=== block 1 ===
**Block 1: M3 wires**

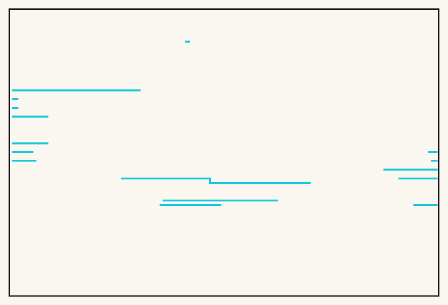

$ cat config.mk
export PLATFORM = sky130hd
export DESIGN_NAME = mod_down_counter
export DESIGN_NICKNAME = d
export VERILOG_FILES = /design/src/rtl/mod_down_counter.sv
export SDC_FILE = /design/constraint.sdc
export NUM_CORES = 1
export LEC_CHECK = 0
export CELL_PAD_IN_SITES_DETAIL_PLACEMENT = 2
export CELL_PAD_IN_SITES_GLOBAL_PLACEMENT = 2
export CORE_AREA = 2 2 64 42
export DETAILED_ROUTE_END_ITERATION = 7
export DIE_AREA = 0 0 66 44
export PLACE_DENSITY = 0.71
export SYNTH_ARGS = -nofsm -noshare
export SYNTH_HDL_FRONTEND = slang
export SYNTH_SLANG_ARGS = --single-unit
$ cat constraint.sdc
create_clock -name clk -period 1.7 [get_ports clk]
set_input_delay 0.255 -clock clk [delete_from_list [all_inputs] [get_ports clk]]
set_output_delay 0.255 -clock clk [all_outputs]
set_load 0.02 [all_outputs]
$ cat src/rtl/mod_down_counter.sv
// rtl/mod_down_counter.sv - loadable modulo down-counter with terminal-count pulse and optional auto-reload
// Optional Gray-coded count output enabled by defining MOD_DOWN_COUNTER_GRAY_EN.
module mod_down_counter #(
    parameter int WIDTH = 4
) (
    input  logic             clk,
    input  logic             rst,
    input  logic             load,
    input  logic [WIDTH-1:0] load_val,
    input  logic             en,
    input  logic             auto_rl,
    output logic [WIDTH-1:0] q,
`ifdef MOD_DOWN_COUNTER_GRAY_EN
    output logic [WIDTH-1:0] q_gray,
`endif
    output logic             tc,
    output logic             busy,
    output logic             done
);

    typedef enum logic [1:0] {
        IDLE = 2'd0,
        RUN  = 2'd1,
        DONE = 2'd2
    } state_t;

    state_t           r_state;
    logic [WIDTH-1:0] r_q;
    logic [WIDTH-1:0] r_reload;
    logic             r_tc;

    state_t           w_state_next;
    logic [WIDTH-1:0] w_q_next;
    logic [WIDTH-1:0] w_reload_next;
    logic             w_tc_next;

    // Load outranks everything; RUN with q==0 is never entered, so q-1 cannot wrap.
    always_comb begin
        w_state_next  = r_state;
        w_q_next      = r_q;
        w_reload_next = r_reload;
        w_tc_next     = 1'b0;
        if (load) begin
            w_q_next      = load_val;
            w_reload_next = load_val;
            if (load_val != '0) begin
                w_state_next = RUN;
            end else begin
                w_state_next = DONE;
                w_tc_next    = 1'b1;
            end
        end else begin
            case (r_state)
                RUN: begin
                    if (en) begin
                        if (r_q == WIDTH'(1)) begin
                            w_tc_next = 1'b1;
                            if (auto_rl) begin
                                w_q_next = r_reload;
                            end else begin
                                w_q_next     = '0;
                                w_state_next = DONE;
                            end
                        end else begin
                            w_q_next = r_q - WIDTH'(1);
                        end
                    end
                end
                DONE:    w_q_next = '0;
                default: w_q_next = '0;
            endcase
        end
    end

    always_ff @(posedge clk or posedge rst) begin
        if (rst) begin
            r_state  <= IDLE;
            r_q      <= '0;
            r_reload <= '0;
            r_tc     <= 1'b0;
        end else begin
            r_state  <= w_state_next;
            r_q      <= w_q_next;
            r_reload <= w_reload_next;
            r_tc     <= w_tc_next;
        end
    end

`ifdef MOD_DOWN_COUNTER_GRAY_EN
    logic [WIDTH-1:0] r_q_gray;

    // Encoded from the next count so the Gray value lands on the same edge as q.
    always_ff @(posedge clk or posedge rst) begin
        if (rst) begin
            r_q_gray <= '0;
        end else begin
            r_q_gray <= w_q_next ^ (w_q_next >> 1);
        end
    end

    assign q_gray = r_q_gray;
`endif

    assign q    = r_q;
    assign tc   = r_tc;
    assign busy = (r_state == RUN);
    assign done = (r_state == DONE);

endmodule

=== block 2 ===
File: src/rtl/ch3_pkg.sv
// Shared definitions for the channel 3 wave playback engine.
// Holds the output-level code type, the timer terminal value, the wave
// position index width, and the level-shift helper used by the DAC stage.
package ch3_pkg;

  // Terminal count of the frequency timer; reaching it advances the wave
  // position and reloads the timer from the CPU-written frequency.
  localparam logic [10:0] FREQ_MAX = 11'h7FF;

  // Wave position index: 32 nibbles, the upper four bits pick the byte.
  localparam int IDX_W = 5;

  // Output level as written to FF1C bits 6:5.
  typedef enum logic [1:0] {
    VOL_MUTE = 2'b00,
    VOL_100  = 2'b01,
    VOL_50   = 2'b10,
    VOL_25   = 2'b11
  } vol_code_t;

  // Applies the output-level attenuation to one 4-bit wave sample.
  function automatic logic [3:0] vol_shift(input logic [3:0] nibble,
                                           input vol_code_t code);
    case (code)
      VOL_MUTE: return 4'h0;
      VOL_100:  return nibble;
      VOL_50:   return nibble >> 1;
      default:  return nibble >> 2;
    endcase
  endfunction

endpackage

File: src/rtl/ch3_length_ctr.sv
// Channel 3 length counter.
// Counts up on frame-sequencer ticks when length is enabled and signals the
// top when it wraps from all-ones to zero, which silences the channel.
// Ports:
//   clk_i       - APU clock, rising edge
//   rst_ni      - asynchronous active-low reset
//   load_i      - FF1B write strobe, loads load_val_i
//   load_val_i  - FF1B data
//   tick_i      - 256 Hz frame-sequencer strobe
//   en_i        - length enable (FF1E bit 6)
//   trig_i      - effective trigger (already qualified by DAC power)
//   expire_o    - one-cycle pulse when the counter wraps on a tick
module ch3_length_ctr
  import ch3_pkg::*;
#(
  parameter int LEN_W = 8
) (
  input  logic             clk_i,
  input  logic             rst_ni,
  input  logic             load_i,
  input  logic [LEN_W-1:0] load_val_i,
  input  logic             tick_i,
  input  logic             en_i,
  input  logic             trig_i,
  output logic             expire_o
);

  logic [LEN_W-1:0] lenCnt_q;
  logic [LEN_W-1:0] lenCnt_d;

  // A CPU write always wins over a same-cycle tick. A tick on an all-ones
  // counter wraps it to zero and raises expire. A trigger on an all-ones
  // counter clears it so the freshly started note gets a full length; when
  // a tick lands in the same cycle the wrap already produces zero.
  always_comb begin
    lenCnt_d = lenCnt_q;
    expire_o = 1'b0;
    if (load_i) begin
      lenCnt_d = load_val_i;
    end else if (tick_i && en_i) begin
      lenCnt_d = lenCnt_q + LEN_W'(1);
      expire_o = (lenCnt_q == '1);
    end else if (trig_i && (lenCnt_q == '1)) begin
      lenCnt_d = '0;
    end
  end

  // Counter register; keeps counting even while the channel is silent.
  always_ff @(posedge clk_i or negedge rst_ni) begin
    if (!rst_ni) begin
      lenCnt_q <= '0;
    end else begin
      lenCnt_q <= lenCnt_d;
    end
  end

endmodule

File: src/rtl/ch3_wave_player.sv
// Channel 3 playback engine.
// Steps the frequency timer, walks the 32-nibble wave RAM, applies the output
// level shift and runs the length counter, producing the DAC code and the
// channel-active status.
// Ports:
//   cery_2mhz   - APU 2 MHz clock, rising edge
//   napu_reset  - asynchronous active-low reset
//   nff1a_d7    - DAC power, active low
//   ff1b_wr     - FF1B write strobe, len_data valid
//   len_data    - length load value
//   ff1c_vol    - output level code
//   ff1d_freq   - frequency low byte
//   ff1e_freq   - frequency high bits
//   ff1e_d6     - length enable
//   trig        - FF1E write with bit 7 set
//   len_tick    - 256 Hz frame-sequencer strobe
//   wave_rd     - one-cycle wave RAM read request
//   wave_addr   - wave RAM byte address (offset from FF30)
//   wave_data   - wave RAM byte, valid the cycle after wave_rd
//   ch3_out     - 4-bit DAC code
//   ch3_active  - channel on status
module ch3_wave_player
  import ch3_pkg::*;
#(
  parameter int LEN_W  = 8,
  parameter int FREQ_W = 11
) (
  input  logic             cery_2mhz,
  input  logic             napu_reset,
  input  logic             nff1a_d7,
  input  logic             ff1b_wr,
  input  logic [LEN_W-1:0] len_data,
  input  logic [1:0]       ff1c_vol,
  input  logic [7:0]       ff1d_freq,
  input  logic [2:0]       ff1e_freq,
  input  logic             ff1e_d6,
  input  logic             trig,
  input  logic             len_tick,
  output logic             wave_rd,
  output logic [3:0]       wave_addr,
  input  logic [7:0]       wave_data,
  output logic [3:0]       ch3_out,
  output logic             ch3_active
);

  localparam logic [FREQ_W-1:0] TimerMax = FREQ_W'(FREQ_MAX);

  logic [FREQ_W-1:0] freqCnt_q, freqCnt_d;
  logic [IDX_W-1:0]  idx_q, idx_d;
  logic [7:0]        sampleBuf_q, sampleBuf_d;
  logic              active_q, active_d;
  logic              waveRd_q, waveRd_d;
  logic [3:0]        waveAddr_q, waveAddr_d;
  logic              fetch_q;
  logic [3:0]        out_q, out_d;

  logic              dacOn;
  logic              trigOn;
  logic              stepNow;
  logic              lenExpire;
  logic [FREQ_W-1:0] reloadVal;
  logic [3:0]        nibble;

  assign dacOn     = ~nff1a_d7;
  assign trigOn    = trig & dacOn;
  assign reloadVal = FREQ_W'({ff1e_freq, ff1d_freq});
  assign stepNow   = dacOn & ~trig & active_q & (freqCnt_q == TimerMax);
  assign nibble    = idx_q[0] ? sampleBuf_q[3:0] : sampleBuf_q[7:4];

  ch3_length_ctr #(
    .LEN_W (LEN_W)
  ) u_length_ctr (
    .clk_i      (cery_2mhz),
    .rst_ni     (napu_reset),
    .load_i     (ff1b_wr),
    .load_val_i (len_data),
    .tick_i     (len_tick),
    .en_i       (ff1e_d6),
    .trig_i     (trigOn),
    .expire_o   (lenExpire)
  );

  // Frequency timer and wave position. A trigger restarts from the CPU
  // frequency at nibble 0. While playing, the timer counts up and on its
  // terminal value reloads and advances the position, so the frequency
  // registers are only picked up at a reload. With the DAC off, or while
  // silent, both simply hold.
  always_comb begin
    freqCnt_d = freqCnt_q;
    idx_d     = idx_q;
    if (trigOn) begin
      freqCnt_d = reloadVal;
      idx_d     = '0;
    end else if (stepNow) begin
      freqCnt_d = reloadVal;
      idx_d     = idx_q + IDX_W'(1);
    end else if (dacOn && active_q) begin
      freqCnt_d = freqCnt_q + FREQ_W'(1);
    end
  end

  // Channel status. DAC power outranks everything, then a trigger, then
  // length expiry; a trigger in the same cycle as expiry keeps it playing.
  always_comb begin
    active_d = active_q;
    if (!dacOn) begin
      active_d = 1'b0;
    end else if (trig) begin
      active_d = 1'b1;
    end else if (lenExpire) begin
      active_d = 1'b0;
    end
  end

  // Wave RAM fetch. Each position advance issues a single read of the byte
  // that holds the new nibble; the byte lands in the sample buffer one cycle
  // after the request. A trigger does not refetch, so the previous byte
  // keeps playing until the first advance brings in fresh data.
  always_comb begin
    waveRd_d    = stepNow;
    waveAddr_d  = stepNow ? idx_d[IDX_W-1:1] : waveAddr_q;
    sampleBuf_d = fetch_q ? wave_data : sampleBuf_q;
  end

  // DAC code, registered from the current buffer, position and level. It is
  // gated with the next channel status so the output drops together with
  // ch3_active rather than a cycle later.
  always_comb begin
    out_d = active_d ? vol_shift(nibble, vol_code_t'(ff1c_vol)) : 4'h0;
  end

  // State registers; reset returns everything to idle at once, which also
  // cancels any pending read so no request escapes around reset.
  always_ff @(posedge cery_2mhz or negedge napu_reset) begin
    if (!napu_reset) begin
      freqCnt_q   <= '0;
      idx_q       <= '0;
      sampleBuf_q <= '0;
      active_q    <= 1'b0;
      waveRd_q    <= 1'b0;
      waveAddr_q  <= '0;
      fetch_q     <= 1'b0;
      out_q       <= '0;
    end else begin
      freqCnt_q   <= freqCnt_d;
      idx_q       <= idx_d;
      sampleBuf_q <= sampleBuf_d;
      active_q    <= active_d;
      waveRd_q    <= waveRd_d;
      waveAddr_q  <= waveAddr_d;
      fetch_q     <= waveRd_q;
      out_q       <= out_d;
    end
  end

  assign wave_rd    = waveRd_q;
  assign wave_addr  = waveAddr_q;
  assign ch3_out    = out_q;
  assign ch3_active = active_q;

endmodule
File: config.mk
export PLATFORM = sky130hd
export DESIGN_NAME = ch3_wave_player
export DESIGN_NICKNAME = d
export VERILOG_FILES = /design/src/rtl/ch3_pkg.sv /design/src/rtl/ch3_length_ctr.sv /design/src/rtl/ch3_wave_player.sv
export SDC_FILE = /design/constraint.sdc
export NUM_CORES = 1
export LEC_CHECK = 0
export CAP_MARGIN = 20
export CORE_AREA = 2 2 53 104
export CTS_CLUSTER_SIZE = 12
export DETAILED_ROUTE_END_ITERATION = 6
export DIE_AREA = 0 0 55 106
export GPL_TIMING_DRIVEN = 0
export MAX_ROUTING_LAYER = met4
export PLACE_DENSITY = 0.69
export SLEW_MARGIN = 5
export SYNTH_ARGS = -nofsm -noshare
export SYNTH_HDL_FRONTEND = slang
export SYNTH_SLANG_ARGS = --single-unit
File: constraint.sdc
create_clock -name cery_2mhz -period 4.6 [get_ports cery_2mhz]
set_input_delay 1.15 -clock cery_2mhz [delete_from_list [all_inputs] [get_ports cery_2mhz]]
set_output_delay 1.15 -clock cery_2mhz [all_outputs]
set_load 0.02 [all_outputs]
=== block 3 ===
**src/rtl/frame_config_writer.sv**
```systemverilog
// Configuration frame writer: decodes a header, collects NumberOfRows stream words into FrameData,
// then pulses one FrameStrobe line. Define FRAME_PARITY_EN to require an XOR trailer word per frame.
module frame_config_writer #(
    parameter int         FrameBitsPerRow = 32,
    parameter int         MaxFramesPerCol = 20,
    parameter int         NumberOfRows    = 16,
    parameter logic [7:0] ColumnId        = 8'd0
) (
    input  logic                                    CLK,
    input  logic                                    resetn,
    input  logic [31:0]                             in_data,
    input  logic                                    in_valid,
    output logic                                    in_ready,
    output logic [FrameBitsPerRow*NumberOfRows-1:0] FrameData,
    output logic [MaxFramesPerCol-1:0]              FrameStrobe,
    output logic                                    busy,
    output logic                                    frame_done,
    output logic                                    err_header,
    output logic [15:0]                             frame_count
);

    localparam int               ROW_W    = (NumberOfRows > 1) ? $clog2(NumberOfRows) : 1;
    localparam logic [ROW_W-1:0] LAST_ROW = ROW_W'(NumberOfRows - 1);
    localparam logic [15:0]      MAGIC    = 16'hFAB0;
    localparam logic [8:0]       MAX_FR   = 9'(MaxFramesPerCol);

`ifdef FRAME_PARITY_EN
    typedef enum logic [2:0] {
        S_IDLE   = 3'd0,
        S_DATA   = 3'd1,
        S_PARITY = 3'd2,
        S_SETUP  = 3'd3,
        S_STROBE = 3'd4
    } state_t;
`else
    typedef enum logic [2:0] {
        S_IDLE   = 3'd0,
        S_DATA   = 3'd1,
        S_SETUP  = 3'd3,
        S_STROBE = 3'd4
    } state_t;
`endif

    state_t                                  r_state;
    state_t                                  w_next;
    logic                                    r_ready;
    logic                                    r_busy;
    logic                                    r_done;
    logic                                    r_err;
    logic [MaxFramesPerCol-1:0]              r_strobe;
    logic [15:0]                             r_count;
    logic [7:0]                              r_col;
    logic [7:0]                              r_frame;
    logic [ROW_W-1:0]                        r_row_cnt;
    logic [FrameBitsPerRow*NumberOfRows-1:0] r_frame_data;
`ifdef FRAME_PARITY_EN
    logic [31:0]                             r_xor;
    logic                                    w_parity_ok;
`endif

    logic                       w_accept;
    logic                       w_magic_ok;
    logic                       w_last_row;
    logic                       w_col_ok;
    logic                       w_frame_ok;
    logic                       w_fire;
    logic                       w_err;
    logic                       w_load_hdr;
    logic                       w_load_row;
    logic                       w_ready_next;
    logic [MaxFramesPerCol-1:0] w_sel;

    assign w_accept   = in_valid & r_ready;
    assign w_magic_ok = (in_data[31:16] == MAGIC);
    assign w_last_row = (r_row_cnt == LAST_ROW);
    assign w_col_ok   = (r_col == ColumnId);
    assign w_frame_ok = ({1'b0, r_frame} < MAX_FR);
`ifdef FRAME_PARITY_EN
    assign w_parity_ok = (in_data == r_xor);
`endif

    always_comb begin
        w_sel = '0;
        for (int i = 0; i < MaxFramesPerCol; i++) begin
            w_sel[i] = (r_frame == 8'(i));
        end
    end

    always_comb begin
        w_next     = r_state;
        w_load_hdr = 1'b0;
        w_load_row = 1'b0;
        w_fire     = 1'b0;
        w_err      = 1'b0;
        case (r_state)
            S_IDLE: begin
                if (w_accept) begin
                    if (w_magic_ok) begin
                        w_load_hdr = 1'b1;
                        w_next     = S_DATA;
                    end else begin
                        w_err = 1'b1;
                    end
                end
            end
            S_DATA: begin
                if (w_accept) begin
                    w_load_row = 1'b1;
                    if (w_last_row) begin
`ifdef FRAME_PARITY_EN
                        w_next = S_PARITY;
`else
                        w_next = S_SETUP;
`endif
                    end
                end
            end
`ifdef FRAME_PARITY_EN
            S_PARITY: begin
                if (w_accept) begin
                    if (w_parity_ok) begin
                        w_next = S_SETUP;
                    end else begin
                        w_err  = 1'b1;
                        w_next = S_IDLE;
                    end
                end
            end
`endif
            // Strobe and range error are decided here so both leave flops during STROBE
            S_SETUP: begin
                w_next = S_STROBE;
                w_fire = w_col_ok & w_frame_ok;
                w_err  = ~w_frame_ok;
            end
            S_STROBE: w_next = S_IDLE;
            default:  w_next = S_IDLE;
        endcase

`ifdef FRAME_PARITY_EN
        w_ready_next = (w_next == S_IDLE) || (w_next == S_DATA) || (w_next == S_PARITY);
`else
        w_ready_next = (w_next == S_IDLE) || (w_next == S_DATA);
`endif
    end

    always_ff @(posedge CLK or negedge resetn) begin
        if (!resetn) begin
            r_state      <= S_IDLE;
            r_ready      <= 1'b0;
            r_busy       <= 1'b0;
            r_done       <= 1'b0;
            r_err        <= 1'b0;
            r_strobe     <= '0;
            r_count      <= '0;
            r_col        <= '0;
            r_frame      <= '0;
            r_row_cnt    <= '0;
            r_frame_data <= '0;
        end else begin
            r_state  <= w_next;
            r_ready  <= w_ready_next;
            r_busy   <= (w_next != S_IDLE);
            r_done   <= w_fire;
            r_err    <= w_err;
            r_strobe <= w_fire ? w_sel : '0;
            if (w_fire) begin
                r_count <= r_count + 16'd1;
            end
            if (w_load_hdr) begin
                r_col     <= in_data[15:8];
                r_frame   <= in_data[7:0];
                r_row_cnt <= '0;
            end else if (w_load_row) begin
                r_row_cnt <= r_row_cnt + ROW_W'(1);
            end
            if (w_load_row) begin
                r_frame_data[r_row_cnt*FrameBitsPerRow +: FrameBitsPerRow] <= in_data[FrameBitsPerRow-1:0];
            end
        end
    end

`ifdef FRAME_PARITY_EN
    always_ff @(posedge CLK or negedge resetn) begin
        if (!resetn) begin
            r_xor <= '0;
        end else if (w_load_hdr) begin
            r_xor <= '0;
        end else if (w_load_row) begin
            r_xor <= r_xor ^ in_data;
        end
    end
`endif

    assign in_ready    = r_ready;
    assign busy        = r_busy;
    assign frame_done  = r_done;
    assign err_header  = r_err;
    assign FrameStrobe = r_strobe;
    assign frame_count = r_count;
    assign FrameData   = r_frame_data;

endmodule
```
**config.mk**
```make
export PLATFORM = sky130hd
export DESIGN_NAME = frame_config_writer
export DESIGN_NICKNAME = d
export VERILOG_FILES = /design/src/rtl/frame_config_writer.sv
export SDC_FILE = /design/constraint.sdc
export NUM_CORES = 1
export LEC_CHECK = 0
export CAP_MARGIN = 20
export CORE_AREA = 2 2 260 262
export DETAILED_ROUTE_END_ITERATION = 8
export DIE_AREA = 0 0 262 264
export PLACE_DENSITY_LB_ADDON = 0.05
export SYNTH_ARGS = -nofsm -noshare
export SYNTH_HDL_FRONTEND = slang
export SYNTH_SLANG_ARGS = --single-unit
```
**constraint.sdc**
```tcl
create_clock -name CLK -period 5.82 [get_ports CLK]
set_clock_uncertainty 0.1 [all_clocks]
set_input_delay 1.455 -clock CLK [delete_from_list [all_inputs] [get_ports CLK]]
set_output_delay 1.455 -clock CLK [all_outputs]
set_load 0.01 [all_outputs]
```
=== block 4 ===
==> src/rtl/bcd_multi_counter.sv <==
// ---------------------------------------------------------------------------
// bcd_multi_counter
//
// Multi-digit BCD event counter for score, timer and cycle-count displays.
// Slow inc/dec strobes are rising-edge detected, the digits ripple within a
// single cycle, and the counter either wraps or saturates at its limits.
//
// Optional feature macro: BCD_CNT_DOWN_EN
//   defined   -> dec edge detector, borrow chain and borrow output are built;
//                an inc and a dec event in the same cycle cancel.
//   undefined -> dec is ignored, borrow is tied to 0, up events never cancel.
//
// Parameters:
//   DIGITS   number of BCD digits (1..8)
//   WRAP     1 = wrap at the count limits, 0 = saturate at the limits
//
// Ports:
//   clk       in   system clock, all state on rising edge
//   reset     in   asynchronous reset, active low
//   clr       in   synchronous clear to zero (highest priority)
//   load      in   synchronous parallel load of load_val
//   load_val  in   BCD load value, nibble 0 least significant, >9 clamps to 9
//   inc       in   count-up strobe, rising-edge detected
//   dec       in   count-down strobe, rising-edge detected
//   val       out  current count in BCD, nibble 0 least significant
//   carry     out  one-cycle pulse: up event at all-9s
//   borrow    out  one-cycle pulse: down event at all-0s
//   zero      out  val is all-0s (combinational)
//   max       out  val is all-9s (combinational)
// ---------------------------------------------------------------------------
module bcd_multi_counter #(
  parameter int DIGITS = 4,
  parameter bit WRAP   = 1'b1
) (
  input  logic                clk,
  input  logic                reset,
  input  logic                clr,
  input  logic                load,
  input  logic [4*DIGITS-1:0] load_val,
  input  logic                inc,
  input  logic                dec,
  output logic [4*DIGITS-1:0] val,
  output logic                carry,
  output logic                borrow,
  output logic                zero,
  output logic                max
);

  logic                q1_inc;
  logic                q2_inc;
  logic                up_evt;
  logic                up_act;
  logic [4*DIGITS-1:0] val_q;
  logic [4*DIGITS-1:0] val_d;
  logic [4*DIGITS-1:0] inc_val;
  logic [4*DIGITS-1:0] load_clamped;
  logic                inc_ripple;
  logic                all_nine;
  logic                all_zero;
  logic                carry_q;
  logic                carry_d;

`ifdef BCD_CNT_DOWN_EN
  logic                q1_dec;
  logic                q2_dec;
  logic                dn_evt;
  logic                dn_act;
  logic [4*DIGITS-1:0] dec_val;
  logic                dec_ripple;
  logic                borrow_q;
  logic                borrow_d;
`else
  logic                dec_unused;
`endif

  // Edge-detect flops reset to 1 so a strobe already high when reset is
  // released looks like "no edge" instead of a spurious count.
  always_ff @(posedge clk or negedge reset) begin
    if (!reset) begin
      q1_inc <= 1'b1;
      q2_inc <= 1'b1;
    end else begin
      q1_inc <= inc;
      q2_inc <= q1_inc;
    end
  end

  assign up_evt = q1_inc & ~q2_inc;

`ifdef BCD_CNT_DOWN_EN
  always_ff @(posedge clk or negedge reset) begin
    if (!reset) begin
      q1_dec <= 1'b1;
      q2_dec <= 1'b1;
    end else begin
      q1_dec <= dec;
      q2_dec <= q1_dec;
    end
  end

  assign dn_evt = q1_dec & ~q2_dec;

  // Simultaneous up and down events cancel each other.
  assign up_act = up_evt & ~dn_evt;
  assign dn_act = dn_evt & ~up_evt;
`else
  assign up_act     = up_evt;
  assign dec_unused = dec;
`endif

  // Increment ripple: digits at 9 roll to 0 and pass the carry upward until
  // a digit below 9 absorbs it. At all-9s the result is naturally all-0s,
  // which is exactly the wrap value.
  always_comb begin
    inc_val    = val_q;
    inc_ripple = 1'b1;
    all_nine   = 1'b1;
    for (int i = 0; i < DIGITS; i++) begin
      if (val_q[4*i +: 4] != 4'd9) begin
        all_nine = 1'b0;
      end
      if (inc_ripple) begin
        if (val_q[4*i +: 4] == 4'd9) begin
          inc_val[4*i +: 4] = 4'd0;
        end else begin
          inc_val[4*i +: 4] = val_q[4*i +: 4] + 4'd1;
          inc_ripple        = 1'b0;
        end
      end
    end
  end

`ifdef BCD_CNT_DOWN_EN
  // Decrement ripple: digits at 0 roll to 9 and borrow from the next digit.
  // At all-0s the result is all-9s, the wrap value.
  always_comb begin
    dec_val    = val_q;
    dec_ripple = 1'b1;
    for (int i = 0; i < DIGITS; i++) begin
      if (dec_ripple) begin
        if (val_q[4*i +: 4] == 4'd0) begin
          dec_val[4*i +: 4] = 4'd9;
        end else begin
          dec_val[4*i +: 4] = val_q[4*i +: 4] - 4'd1;
          dec_ripple        = 1'b0;
        end
      end
    end
  end
`endif

  assign all_zero = (val_q == '0);

  // Out-of-range load nibbles clamp to 9 so val never leaves BCD.
  always_comb begin
    load_clamped = load_val;
    for (int i = 0; i < DIGITS; i++) begin
      if (load_val[4*i +: 4] > 4'd9) begin
        load_clamped[4*i +: 4] = 4'd9;
      end
    end
  end

  // Priority: clr, then load, then a single surviving event. Events that
  // arrive in a clr or load cycle are simply dropped.
  always_comb begin
    val_d   = val_q;
    carry_d = 1'b0;
`ifdef BCD_CNT_DOWN_EN
    borrow_d = 1'b0;
`endif
    if (clr) begin
      val_d = '0;
    end else if (load) begin
      val_d = load_clamped;
    end else if (up_act) begin
      carry_d = all_nine;
      if (!all_nine || WRAP) begin
        val_d = inc_val;
      end
    end
`ifdef BCD_CNT_DOWN_EN
    else if (dn_act) begin
      borrow_d = all_zero;
      if (!all_zero || WRAP) begin
        val_d = dec_val;
      end
    end
`endif
  end

  always_ff @(posedge clk or negedge reset) begin
    if (!reset) begin
      val_q   <= '0;
      carry_q <= 1'b0;
    end else begin
      val_q   <= val_d;
      carry_q <= carry_d;
    end
  end

`ifdef BCD_CNT_DOWN_EN
  always_ff @(posedge clk or negedge reset) begin
    if (!reset) begin
      borrow_q <= 1'b0;
    end else begin
      borrow_q <= borrow_d;
    end
  end

  assign borrow = borrow_q;
`else
  assign borrow = 1'b0;
`endif

  assign val   = val_q;
  assign carry = carry_q;
  assign zero  = all_zero;
  assign max   = all_nine;

endmodule

==> config.mk <==
export PLATFORM = sky130hd
export DESIGN_NAME = bcd_multi_counter
export DESIGN_NICKNAME = d
export VERILOG_FILES = /design/src/rtl/bcd_multi_counter.sv
export SDC_FILE = /design/constraint.sdc
export NUM_CORES = 1
export LEC_CHECK = 0
export ABC_AREA = 1
export CAP_MARGIN = 20
export CORE_ASPECT_RATIO = 1.1
export CORE_UTILIZATION = 43
export CTS_CLUSTER_DIAMETER = 60
export DETAILED_ROUTE_END_ITERATION = 7
export PLACE_DENSITY = 0.76
export RECOVER_POWER = 25
export SYNTH_ARGS = -nofsm -noshare
export SYNTH_HDL_FRONTEND = slang
export SYNTH_SLANG_ARGS = --single-unit
export TNS_END_PERCENT = 50
==> constraint.sdc <==
create_clock -name clk -period 1.4 [get_ports clk]
set_input_delay 0.28 -clock clk [delete_from_list [all_inputs] [get_ports clk]]
set_output_delay 0.28 -clock clk [all_outputs]
set_load 0.005 [all_outputs]

==> layout pictures side by side <==
M3 wires.
panel A
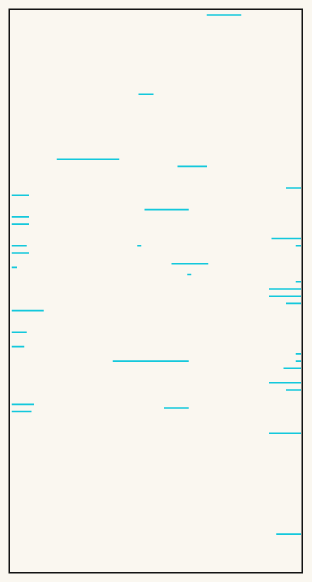
panel B
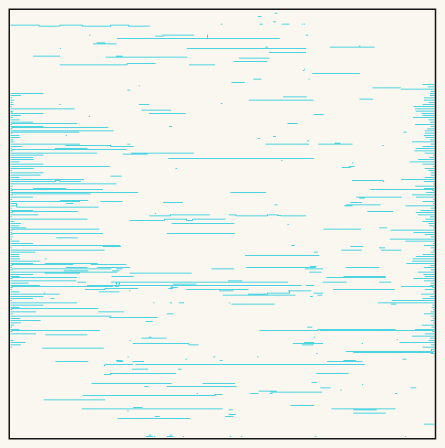
panel C
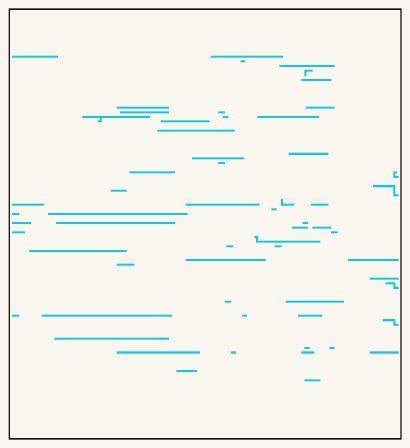
panel B: block 3
panel A: block 2
panel C: block 4

Key to panel B:
The layer carries 7140 um of wire. 343 nets have wire on it.

**Block 1: the metal 2 layer**

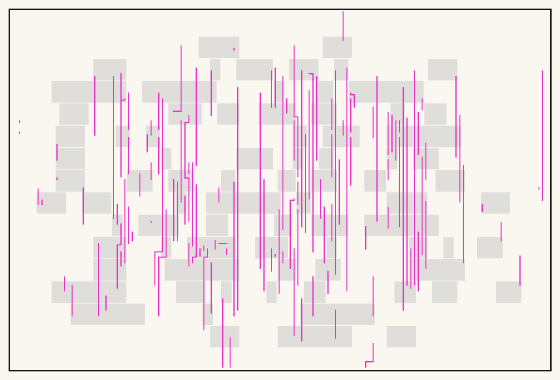
The longest straight run is 27.2 um. The layer carries 887 um of wire.

Notes on 'M3 wires' of block 1 above:
15 nets have wire on it. The wires run mostly horizontal. The longest straight run is 19.6 um.
met3 Usage GRT: 5.45%
total number of vias: 554
Post-Route WL: 1900 um

==> results.txt, block 1 <==
flow finished, numbers: Gate Count Post-Synth 60, unrepaired setup endpoints after global routing false, Log Warnings 27, fraction of area in multi-input gates 38.2%, Mapped Nets 71, drt pass-1 iters 4, critical path depth in cells 1, Area Growth Syn to Fin 38.8%, die height 44 um, GR Util met1 19.7%, simple share 21.4%, fin cells 113, Gate power share 24.1%, Commonest Layout Cell clkdlybuf4s50_1, logic area 342 sq um, synthesized area per cell 10.7 sq um, status finished clean, synthesized area 644 sq um, setup_tns 0 ns, register area 275 sq um, Fillers 273, most numerous cell in the Yosys netlist dfrtp_1
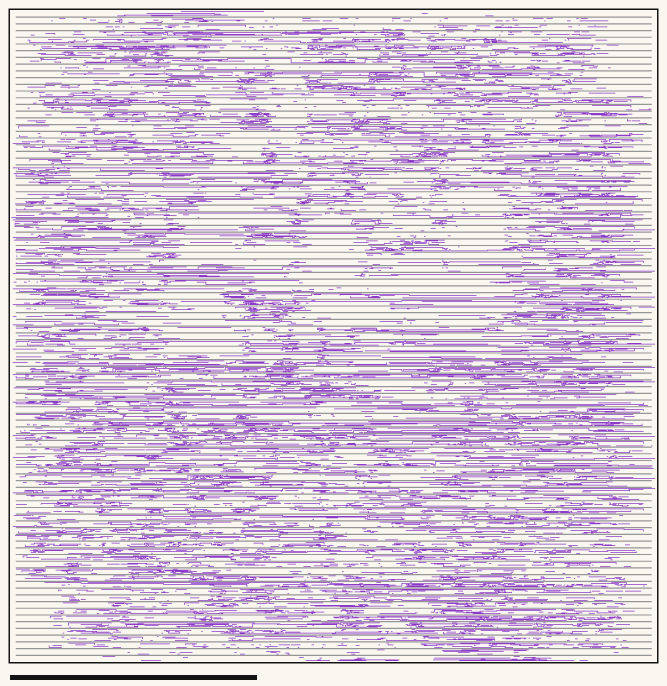
**Above:** block 3 (metal 1).
The bar under the picture is 100 um long. Supply wires on this layer in gray.
The layer carries 38.4 mm of wire. The layer holds 42% of the routed length. The longest straight run is 94.8 um. The wires run mostly horizontal. 2359 nets have wire on it.
total number of vias: 18100
GR Util met1: 35.1%

==> results.txt, block 3 <==
flow finished, numbers: RR Endpoint FrameData[389], first-pass GRT wire length 132000 um, pre-CTS worst setup slack 0.846 ns, worst r2r src r_row_cnt[0], Largest Pwr Group combinational logic, Signal buf overhead 20.1%, CTS-repair resized insts 0, placed wire-length estimate 61100 um, final core occ 48.7%, GR Util met2 41.6%, area leader, netlist dfrtp_1, Post-CTS Setup Inserts 0, CP startpoint kind input pin, Longest Clk Path Bufs 3, status finished clean, area fraction in compound gates 10.2%, PD cells 518 nW/um^2, comb area leader simple AND/OR/NAND/NOR gates, Commonest Layout Cell clkdlybuf4s50_1, Worst Path Max Fanout 22, layer with the highest usage met2, Final setup viols 0, Reg power frac 35.2%, Core Area 66600 sq um, wire length per cell 25.7 um, row count 95, tap cells 873, Worst EP arrival 4.65 ns, post-synth area from yosys stat 23100 sq um, clock-pin slew of the registers on the worst-case setup and hold paths 0.06 ns
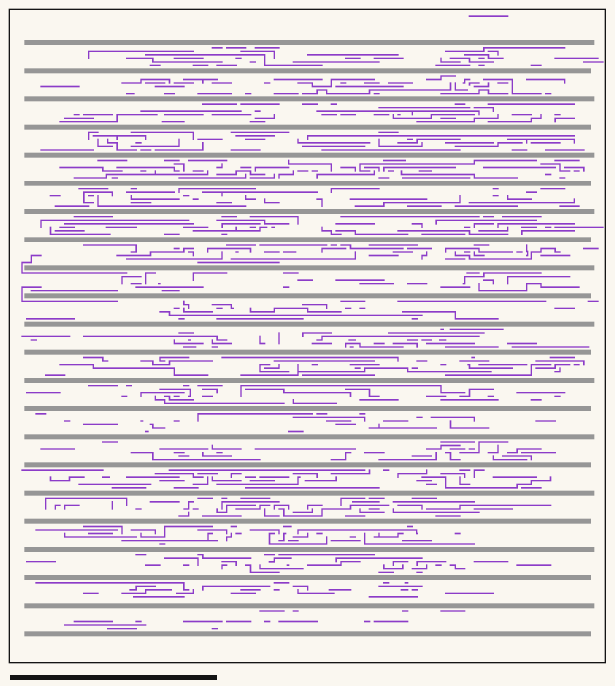
**Above:** block 4 (metal 1).
The bar under the picture is 20 um long. Supply wires on this layer in gray.
The wires run mostly horizontal. The layer holds 40% of the routed length.

==> results.txt, block 4 <==
flow finished, numbers: DR vias/cell 5.36, FP Util 46.5%, Synth area leaders dfrtp_1 (29%), nand2_1 (16%), nand3_1 (11%), post-route worst setup slack -0.598 ns, most numerous cell in the Yosys netlist nand2_1, status finished, violations left, ANT nets after route 0, Post-Route WL 5480 um, Port Buffers 39, area fraction in compound gates 7.92%, final core occ 85.7%, Layout Skew 0.0113 ns, Period minus WS final 2.00 ns, detailed-route DRC error count 3, die width 57.4 um, crit-path leading delay family simple AND/OR/NAND/NOR gates, Inst Count DP 328, largest net degree at the start of global routing 20, comb area leader simple AND/OR/NAND/NOR gates, Met2 Wirelength 2740 um, Core Area 3130 sq um, number of max-cap violations 0, CTS-repair resized insts 64, CP startpoint kind flip-flop, Final setup viols 20, Area leader share 29.3%, Clk pwr share 17.2%, Log Warnings 38, failing checks DRC, setup timing
**Block 2: the metal 2 layer**

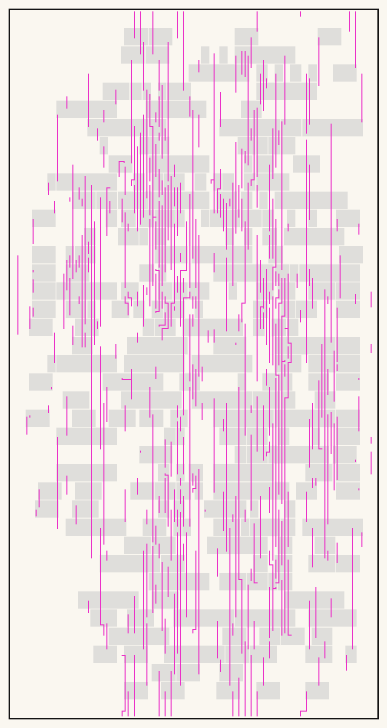
The layer carries 2520 um of wire. The longest straight run is 55.8 um. The layer holds 55% of the routed length. The wires run mostly vertical.

**Block 2: metal 1**

The bar under the picture is 20 um long. Supply wires on this layer in gray.
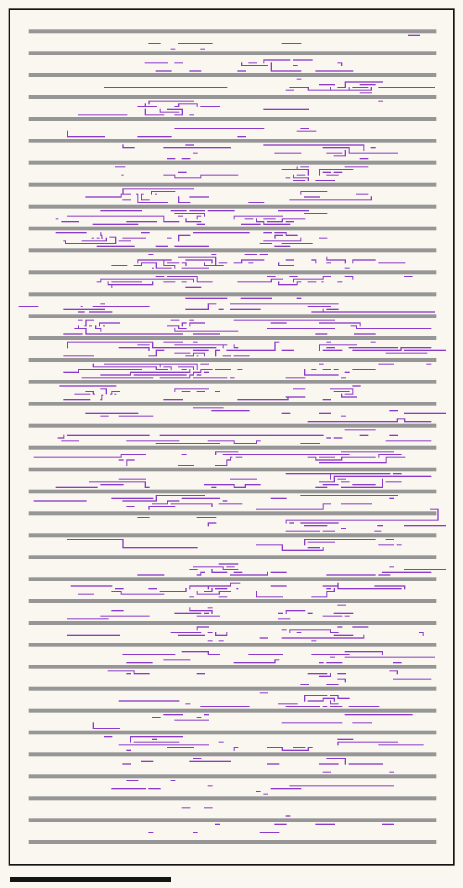
254 nets have wire on it. The wires run mostly horizontal.
total number of vias: 1676
GR Util met1: 19.9%

==> results.txt, block 2 <==
flow finished, numbers: CP startpoint kind input pin, post-route worst setup slack 1.66 ns, Post-CTS Setup Inserts 0, post-synth area from yosys stat 2150 sq um, Commonest cells post-synth dfrtp_1 (43), nand2_1 (20), mux2_2 (19), xnor2_1 (11), a21oi_1 (9), TritonCTS clock tree yes, critical-path cell list clkdlybuf4s50_1 > nor2b_1 > clkbuf_1 > a21oi_1 > clkbuf_1 > mux2_2, clock buf count 5, vias in the first global route 1694, status finished clean, final core occ 55.0%, Synth area leaders dfrtp_1 (50%), mux2_2 (9.9%), xnor2_1 (4.5%), IO Count 46, dominant register cell dfrtp_1, setup_tns 0 ns, hold crit path type flip-flop to flip-flop, Signal buffers 53, peak supply drop 0.000229 V, most numerous cell in the Yosys netlist dfrtp_1, WS Path Type input pin to flip-flop, slew margin rel. 47.7%


==> screenshots <==
Congestion heat map.
Plate I
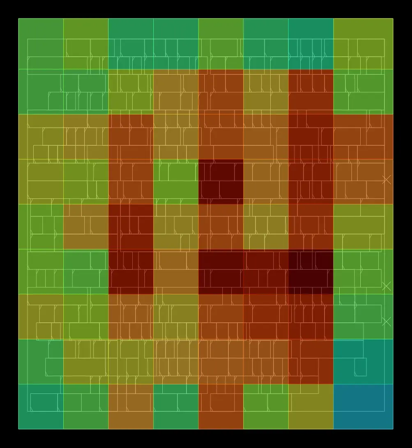
Plate II
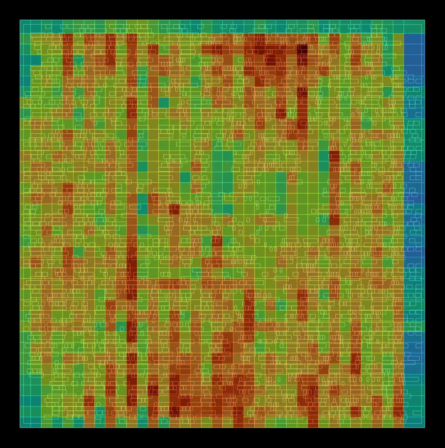
Plate III
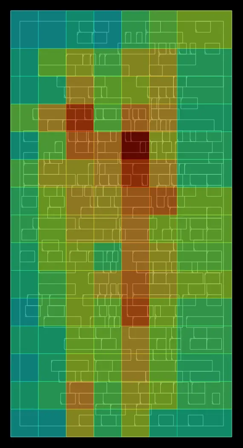
Plate IV
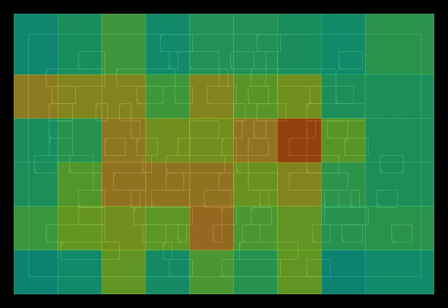
Of these, most wire per cell: Plate II
Of these, highest utilization: Plate I
- block 3 = Plate II
- block 2 = Plate III
- block 4 = Plate I
- block 1 = Plate IV

Power and IR drop assume default switching activity.
